# block 1

**Block 1: signal wires by layer**

Scale: 2 px per um. Only two layers are drawn.
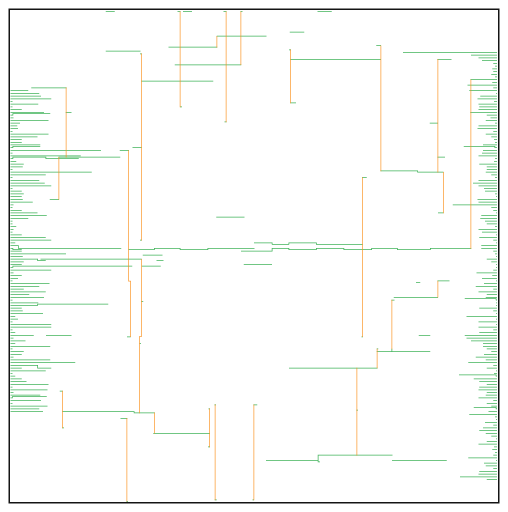
**Block 1: M4 wires**

Scale: 2 px per um. Supply wires on this layer in grey.
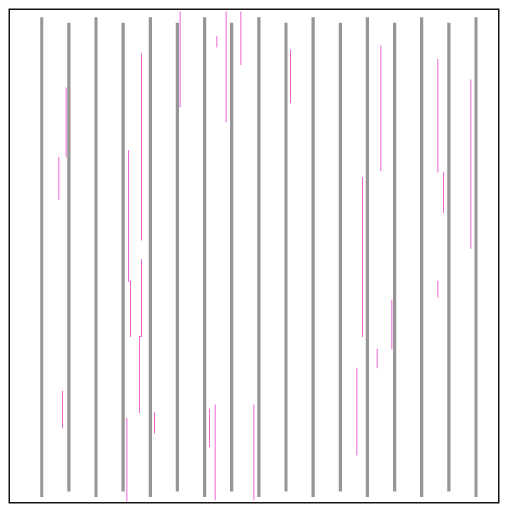
**Block 1: M1 wires**

Scale: 2 px per um. Supply wires on this layer in grey.
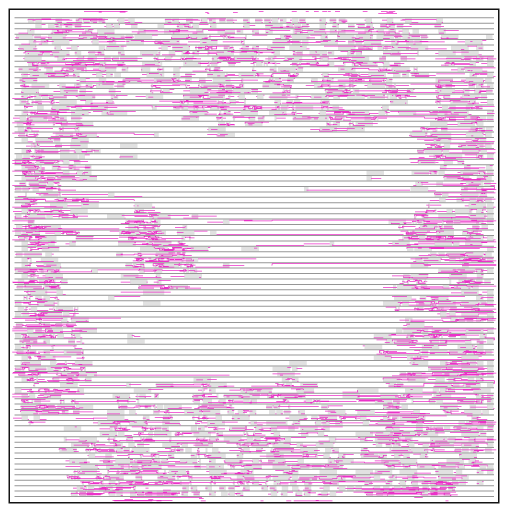
### src/rtl/dcache_miss_handler_pkg.sv
// Shared definitions for the D-cache miss handler: state encoding and parameter defaults.
// Latency: n/a (types and constants only).
// Backpressure: n/a.
package dcache_miss_handler_pkg;

    localparam int ADDR_W_DEF  = 20;   // line address width
    localparam int LINE_W_DEF  = 128;  // cache line width in bits
    localparam int TIMEOUT_DEF = 31;   // max cycles in REQ before error
    localparam int CNT_W       = 5;    // REQ cycle counter width

    typedef enum logic [1:0] {
        ST_IDLE = 2'd0,
        ST_REQ  = 2'd1,
        ST_FILL = 2'd2,
        ST_ERR  = 2'd3
    } state_t;

endpackage

### src/rtl/dcache_miss_handler.sv
// D-cache miss handler: latches one miss (plus optional dirty victim), issues a
// memory request, returns the fill line, and flags protocol/timeout errors.
// Latency: reqD_cache rises 1 cycle after miss_req is sampled; fill_valid pulses
//          1 cycle after read_ready_for_dcache. All outputs are registered.
// Backpressure: a new miss is taken only in IDLE; miss_req while busy is ignored.
// Ports:
//   clk, reset                       clock, async active-high reset
//   miss_req/miss_addr/miss_dirty    miss request from the core
//   victim_addr/victim_data          write-back victim line
//   err_clr                          clears the sticky error (ERR only)
//   busy, fill_valid/fill_data/fill_addr, err   status and fill return
//   reqD_cache, reqD_cache_write, reqAddrD_mem, reqAddrD_write_mem,
//   data_from_cache                  request to memory controller
//   read_ready_for_dcache, written_data_ack, data_to_cache   memory responses
module dcache_miss_handler
    import dcache_miss_handler_pkg::*;
#(
    parameter int ADDR_W  = ADDR_W_DEF,
    parameter int LINE_W  = LINE_W_DEF,
    parameter int TIMEOUT = TIMEOUT_DEF
) (
    input  logic              clk,
    input  logic              reset,
    input  logic              miss_req,
    input  logic [ADDR_W-1:0] miss_addr,
    input  logic              miss_dirty,
    input  logic [ADDR_W-1:0] victim_addr,
    input  logic [LINE_W-1:0] victim_data,
    input  logic              err_clr,
    output logic              busy,
    output logic              fill_valid,
    output logic [LINE_W-1:0] fill_data,
    output logic [ADDR_W-1:0] fill_addr,
    output logic              err,
    output logic              reqD_cache,
    output logic              reqD_cache_write,
    output logic [ADDR_W-1:0] reqAddrD_mem,
    output logic [ADDR_W-1:0] reqAddrD_write_mem,
    output logic [LINE_W-1:0] data_from_cache,
    input  logic              read_ready_for_dcache,
    input  logic              written_data_ack,
    input  logic [LINE_W-1:0] data_to_cache
);

    localparam logic [CNT_W-1:0] CNT_LAST = CNT_W'(TIMEOUT - 1);
    localparam logic [CNT_W-1:0] CNT_MAX  = '1;

    state_t             state, state_n;
    logic               dirty_q, dirty_n;
    logic               wack_seen, wack_seen_n;
    logic [CNT_W-1:0]   cnt_q, cnt_n;

    logic               busy_n, fill_valid_n, err_n;
    logic               req_n, req_write_n;
    logic [LINE_W-1:0]  fill_data_n, wdata_n;
    logic [ADDR_W-1:0]  fill_addr_n, raddr_n, waddr_n;

    always_comb begin
        state_n      = state;
        dirty_n      = dirty_q;
        wack_seen_n  = wack_seen;
        cnt_n        = cnt_q;
        busy_n       = busy;
        fill_valid_n = 1'b0;          // single-cycle pulse by default
        fill_data_n  = fill_data;
        fill_addr_n  = fill_addr;
        err_n        = err;
        req_n        = reqD_cache;
        req_write_n  = reqD_cache_write;
        raddr_n      = reqAddrD_mem;
        waddr_n      = reqAddrD_write_mem;
        wdata_n      = data_from_cache;

        case (state)
            ST_IDLE: begin
                if (miss_req) begin
                    state_n     = ST_REQ;
                    raddr_n     = miss_addr;
                    waddr_n     = victim_addr;
                    wdata_n     = victim_data;
                    dirty_n     = miss_dirty;
                    wack_seen_n = 1'b0;
                    cnt_n       = '0;
                    busy_n      = 1'b1;
                    req_n       = 1'b1;
                    req_write_n = miss_dirty;
                end
            end
            ST_REQ: begin
                if (dirty_q && written_data_ack) begin
                    wack_seen_n = 1'b1;
                end
                if (read_ready_for_dcache) begin
                    req_n       = 1'b0;
                    req_write_n = 1'b0;
                    // Read data came back before the write-back was accepted:
                    // the victim may be lost, so flag it instead of filling.
                    if (dirty_q && !wack_seen && !written_data_ack) begin
                        state_n = ST_ERR;
                        err_n   = 1'b1;
                    end else begin
                        state_n      = ST_FILL;
                        fill_valid_n = 1'b1;
                        fill_data_n  = data_to_cache;
                        fill_addr_n  = reqAddrD_mem;
                    end
                end else if (cnt_q == CNT_LAST) begin
                    // This is the TIMEOUT-th REQ cycle without read data.
                    state_n     = ST_ERR;
                    err_n       = 1'b1;
                    req_n       = 1'b0;
                    req_write_n = 1'b0;
                end else if (cnt_q != CNT_MAX) begin
                    cnt_n = cnt_q + 1'b1;
                end
            end
            ST_FILL: begin
                state_n = ST_IDLE;
                busy_n  = 1'b0;
            end
            ST_ERR: begin
                if (err_clr) begin
                    state_n = ST_IDLE;
                    err_n   = 1'b0;
                    busy_n  = 1'b0;
                end
            end
            default: begin
                state_n = ST_IDLE;
                busy_n  = 1'b0;
                req_n   = 1'b0;
            end
        endcase
    end

    always_ff @(posedge clk or posedge reset) begin
        if (reset) begin
            state              <= ST_IDLE;
            dirty_q            <= 1'b0;
            wack_seen          <= 1'b0;
            cnt_q              <= '0;
            busy               <= 1'b0;
            fill_valid         <= 1'b0;
            fill_data          <= '0;
            fill_addr          <= '0;
            err                <= 1'b0;
            reqD_cache         <= 1'b0;
            reqD_cache_write   <= 1'b0;
            reqAddrD_mem       <= '0;
            reqAddrD_write_mem <= '0;
            data_from_cache    <= '0;
        end else begin
            state              <= state_n;
            dirty_q            <= dirty_n;
            wack_seen          <= wack_seen_n;
            cnt_q              <= cnt_n;
            busy               <= busy_n;
            fill_valid         <= fill_valid_n;
            fill_data          <= fill_data_n;
            fill_addr          <= fill_addr_n;
            err                <= err_n;
            reqD_cache         <= req_n;
            reqD_cache_write   <= req_write_n;
            reqAddrD_mem       <= raddr_n;
            reqAddrD_write_mem <= waddr_n;
            data_from_cache    <= wdata_n;
        end
    end

endmodule

### config.mk
export PLATFORM = sky130hd
export DESIGN_NAME = dcache_miss_handler
export DESIGN_NICKNAME = d
export VERILOG_FILES = /design/src/rtl/dcache_miss_handler_pkg.sv /design/src/rtl/dcache_miss_handler.sv
export SDC_FILE = /design/constraint.sdc
export NUM_CORES = 1
export LEC_CHECK = 0
export CORE_AREA = 2 2 242 244
export DETAILED_ROUTE_END_ITERATION = 7
export DIE_AREA = 0 0 244 246
export PLACE_DENSITY = 0.52
export SKIP_CTS_REPAIR_TIMING = 1
export SLEW_MARGIN = 10
export SYNTH_ARGS = -nofsm -noshare
export SYNTH_HDL_FRONTEND = slang
export SYNTH_SLANG_ARGS = --single-unit
### constraint.sdc
create_clock -name clk -period 34.6 [get_ports clk]
set_input_delay 6.92 -clock clk [delete_from_list [all_inputs] [get_ports clk]]
set_output_delay 6.92 -clock clk [all_outputs]
set_load 0.05 [all_outputs]
==> impl_metrics.py <==
# Physical implementation metrics
metrics = {
    "outcome": {
        "status": "completed",
    },
    "synth": {
        "netlist_area_sq_um": 12600,
        "post_synth_ao_oa_area_fraction": 0.0113,
        "yosys_cells": 1096,
        "synth_cell_types": 34,
        "xor_share": 0,
        "edf_count": 0,
        "synth_seq_share": 0.657,
        "common_cells": "nand2_1 (512), dfrtp_1 (330), mux2_2 (137)",
        "mux_share": 0.134,
        "adder_share": 0.00299,
        "syn_inst": 1096,
    },
    "critical_path": {
        "critPathMaxStageDelay_ns": 0.83,
        "worst-path-stages": 4,
        "reg2reg_to": "fill_data[87]",
        "startpoint": "reset",
        "cp-end-kind": "asynchronous set/reset pin",
        "rr_startpoint": "wack_seen",
        "crit_chain": "clkdlybuf4s50_1 > inv_8 > buf_4 > buf_4",
    },
    "power_and_ir_drop": {
        "leakagePower_nw": 9.43,
        "switching_power_mw": 1.20,
        "seq_power_share": 0.269,
        "p_comb_frac": 0.556,
        "finalPower_mw": 2.52,
        "p_int_mw": 1.32,
        "seq_cell_power_mw": 0.679,
        "peakVddDrop_v": 0.0000568,
    },
    "placement": {
        "numPortBuffers": 623,
        "gp_congestion": 0.764,
    },
    "hold_path": {
        "hold_path_depth": 2,
        "hold-path-endpoint": "data_from_cache[103]",
        "hold_class": "reg -> reg",
        "min-delay-start": "data_from_cache[103]",
    },
    "cells_and_area": {
        "nClkBuffers": 58,
        "sh_comb_area": 0.188,
        "final_util": 0.364,
        "combGateArea_sq_um": 3920,
        "num-multi-input-gates": 703,
    },
    "die": {
        "initCoreUtil": 0.219,
        "ioPinCount": 624,
        "core_area_sq_um": 57400,
        "die_x_um": 244,
    },
    "timing": {
        "finalHoldViolCount": 0,
        "report.final.slew_viol_count": 0,
        "max_freq_mhz": 106,
        "rsz0062_at_grt": "false",
        "period_minus_slack_ns": 9.40,
        "finalCritPeriodShare": 0.272,
        "tns_ns": 0,
    },
    "detailed_routing": {
        "drc": 0,
        "ant_nets": 0,
        "drtPass1Iterations": 4,
        "via_per_inst": 3.99,
    },
    "cts": {
        "cts_inserted_buffers": 40,
        "cts-htree-levels": 2,
        "insertion_delay_ns": 0.55,
    },
    "global_route": {
        "grt_overflow": 0,
        "use_met2": 0.232,
        "globalRouteMet3Util": 0.0430,
    },
}
## Picture notes: 'signal wires by layer' of block 1
colour	layer	wire length
orange	met4	1,060 um
green	met3	3,250 um
total track usage: 0.136
drt total wl: 42.4 mm
drt wl/cell: 16.9 um
vias after detailed routing: 10,000

## Picture notes: 'M4 wires' of block 1
wire length on this layer	1,060 um
nets with wire on the layer	13

## Picture notes: 'M1 wires' of block 1
wire length on this layer	17,000 um
share of all routed wire	40%
met1 Usage GRT: 0.163


# block 2

**Block 2: routing congestion map**

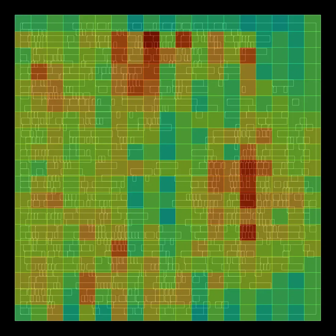
`config.mk`:
```
export PLATFORM = sky130hd
export DESIGN_NAME = instr_dispatcher
export DESIGN_NICKNAME = d
export VERILOG_FILES = /design/src/rtl/instr_dispatcher.sv
export SDC_FILE = /design/constraint.sdc
export NUM_CORES = 1
export LEC_CHECK = 0
export ABC_AREA = 1
export CAP_MARGIN = 20
export CORE_MARGIN = 2
export CORE_UTILIZATION = 31
export CTS_BUF_LIST = sky130_fd_sc_hd__clkbuf_4 sky130_fd_sc_hd__clkbuf_8 sky130_fd_sc_hd__clkbuf_16
export DETAILED_ROUTE_END_ITERATION = 10
export SKIP_LAST_GASP = 1
export SLEW_MARGIN = 20
export SYNTH_ARGS = -nofsm -noshare
export SYNTH_HDL_FRONTEND = slang
export SYNTH_SLANG_ARGS = --single-unit
```
`constraint.sdc`:
```
create_clock -name clk -period 2.35 [get_ports clk]
set_input_delay 0.47 -clock clk [delete_from_list [all_inputs] [get_ports clk]]
set_output_delay 0.47 -clock clk [all_outputs]
set_load 0.1 [all_outputs]
```
`src/rtl/instr_dispatcher.sv`:
```
// instr_dispatcher: pops instructions from a show-ahead FIFO, decodes opcodes and
// issues each to the weight, matmul or activation unit over valid/ready handshakes.
module instr_dispatcher #(
    parameter int COUNT_WIDTH = 32
) (
    input  logic                   clk,
    input  logic                   rst,
    input  logic [79:0]            instr_in,
    input  logic                   fifo_empty,
    output logic                   next_en,
    input  logic                   start,
    output logic                   weight_valid,
    input  logic                   weight_ready,
    output logic                   matmul_valid,
    input  logic                   matmul_ready,
    output logic                   act_valid,
    input  logic                   act_ready,
    output logic [79:0]            instr_out,
    input  logic                   weight_busy,
    input  logic                   matmul_busy,
    input  logic                   act_busy,
    output logic                   halted,
    output logic                   illegal_op,
    output logic [COUNT_WIDTH-1:0] issue_count
);
    typedef enum logic [1:0] {S_HALT, S_RUN, S_ISSUE, S_SYNC} state_t;

    state_t                 state_q, state_d;
    logic [79:0]            instr_q, instr_d;
    logic                   illegal_q, illegal_d;
    logic [COUNT_WIDTH-1:0] count_q, count_d;

    logic [7:0] op_in, op_q;
    logic       in_unit, in_sync, in_halt, in_nop, pop, accept, idle;

    assign op_in   = instr_in[7:0];
    assign op_q    = instr_q[7:0];
    assign in_unit = op_in == 8'h08 || op_in[7:4] == 4'h2 || op_in[7:4] == 4'h8;
    assign in_nop  = op_in == 8'h00;
    assign in_sync = op_in == 8'h01;
    assign in_halt = op_in == 8'hFF;
    assign pop     = state_q == S_RUN && !fifo_empty;
    assign accept  = (weight_valid && weight_ready) || (matmul_valid && matmul_ready) ||
                     (act_valid && act_ready);
    assign idle    = !weight_busy && !matmul_busy && !act_busy;

    always_ff @(posedge clk or negedge rst) begin
        if (!rst) begin
            state_q   <= S_HALT;
            instr_q   <= '0;
            illegal_q <= 1'b0;
            count_q   <= '0;
        end else begin
            state_q   <= state_d;
            instr_q   <= instr_d;
            illegal_q <= illegal_d;
            count_q   <= count_d;
        end
    end

    always_comb begin
        state_d   = state_q;
        instr_d   = pop ? instr_in : instr_q;
        count_d   = count_q + COUNT_WIDTH'(accept);
        illegal_d = (state_q == S_HALT && start) ? 1'b0 :
                    (pop && !in_unit && !in_nop && !in_sync && !in_halt) ? 1'b1 : illegal_q;
        case (state_q)
            S_HALT:  state_d = start ? S_RUN : S_HALT;
            S_RUN:   state_d = !pop ? S_RUN : in_unit ? S_ISSUE : in_sync ? S_SYNC :
                               in_halt ? S_HALT : S_RUN;
            S_ISSUE: state_d = accept ? S_RUN : S_ISSUE;
            S_SYNC:  state_d = idle ? S_RUN : S_SYNC;
        endcase
    end

    // Unit select comes from the registered opcode so valid stays stable until accepted.
    always_comb begin
        next_en      = pop;
        halted       = state_q == S_HALT;
        weight_valid = state_q == S_ISSUE && op_q == 8'h08;
        matmul_valid = state_q == S_ISSUE && op_q[7:4] == 4'h2;
        act_valid    = state_q == S_ISSUE && op_q[7:4] == 4'h8;
        instr_out    = instr_q;
        illegal_op   = illegal_q;
        issue_count  = count_q;
    end
endmodule

```
==> impl_metrics.py <==
# Physical implementation metrics
metrics = {
    "outcome": {
        "status": "completed",
    },
    "critical_path": {
        "cp-end-kind": "register",
        "cp-endpoint": "issue_count[26]",
        "startpoint": "instr_out[4]",
        "cp_data_required_time_ns": 2.65,
        "crit_chain": "inv_2 > nand2_1 > nor2_1 > nand3_1 > nand2_1 > inv_1 > nand2_1 > ha_2 > ha_4 > nand3_4 > nor2_4 > nand3_4 > nor2_4 > nand2_1 > nand2_1 > nand2_1",
        "arrival_ns": 2.48,
        "critPathMaxStageDelay_ns": 0.49,
        "path_max_fanout": 5,
        "rr_startpoint": "instr_out[4]",
        "cp_slowest_cell": "dfrtp_4",
    },
    "synth": {
        "ys.flops": 115,
        "ff_type": "dfrtp_1",
        "post_synth_ao_oa_area_fraction": 0.00972,
        "mux_share": 0,
        "area_leaders": "dfrtp_1 (57%), nand2_1 (23%), nor2_1 (2.7%), xor2_1 (2.6%), inv_1 (2.3%)",
        "syn_area_per_cell_sq_um": 8.31,
        "common_cells": "nand2_1 (314), dfrtp_1 (115), nor2_1 (36)",
    },
    "global_route": {
        "grt_antenna_before_repair": 0,
        "grt_overflow": 0,
        "grt_use_met1": 0.224,
        "grt_max_degree": 70,
        "busiest_layer": "met2",
    },
    "placement": {
        "dp_hpwl_mm": 11.4,
        "gp_congestion": 0.881,
        "dp.cells": 1022,
    },
    "timing": {
        "finalWorstSetupSlack_ns": 0.164,
        "worstMarginPinSlew_ns": 0.513,
        "whs_ns": 0.0303,
        "relSlewSlack": 0.658,
        "max_freq_mhz": 457,
        "period_minus_slack_ns": 2.19,
        "setup_viol": 0,
        "skew_ns": 0.00488,
    },
    "cts": {
        "clk_pin_slew_ns": 0.05,
        "cts-htree-levels": 4,
        "cts_setup_buffers": 0,
        "cts_sinks": 115,
    },
    "die": {
        "initCoreUtil": 0.316,
        "nWellTaps": 216,
        "rows": 46,
        "chipArea_sq_um": 17200,
        "ioPinCount": 208,
    },
    "detailed_routing": {
        "first_iter_violations": 247,
        "wl_met1_mm": 6.29,
        "vias": 4655,
    },
    "cells_and_area": {
        "seq_share": 0.364,
        "clkCellAreaFrac": 0.0813,
        "largest_reg_flops": 80,
        "sh_comb_area": 0.257,
        "nClkBuffers": 18,
        "largest_class": "sequential cells",
        "drive_gt1_frac": 0.237,
        "seqCellArea_sq_um": 2900,
    },
    "hold_path": {
        "hold_class": "in -> async",
    },
    "run": {
        "maxCapViolations": 0,
    },
}
About 'routing congestion map' of block 2:
final core utilization: 0.502
drt wl/cell: 14.2 um
met3 Use GR: 0.0822
total track usage: 0.182



==> notes/layouts.md <==
Pictures saved along the way, in no particular order.

Where the registers sit.
shot_01.png
Scale: 2 px per um. Other sequential cells in the stronger grey, the rest of the logic in the fainter grey.
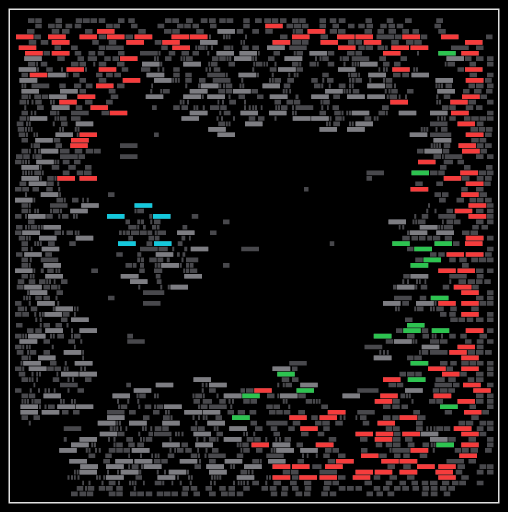
shot_02.png
Scale: 4 px per um. Other sequential cells in the stronger grey, the rest of the logic in the fainter grey.
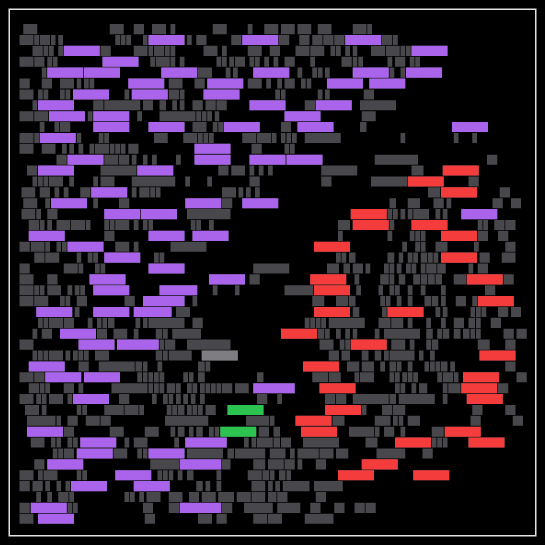
The one with the most sequential cells is shot_01.png.
The one with the most cells is shot_01.png.
shot_02.png: block 2
shot_01.png: block 1

Key to shot_02.png:
colour	signal	placed flops
red	issue_count	32
green	state_q	2
purple	instr_out	80
not coloured	1

Power and IR drop assume default switching activity.
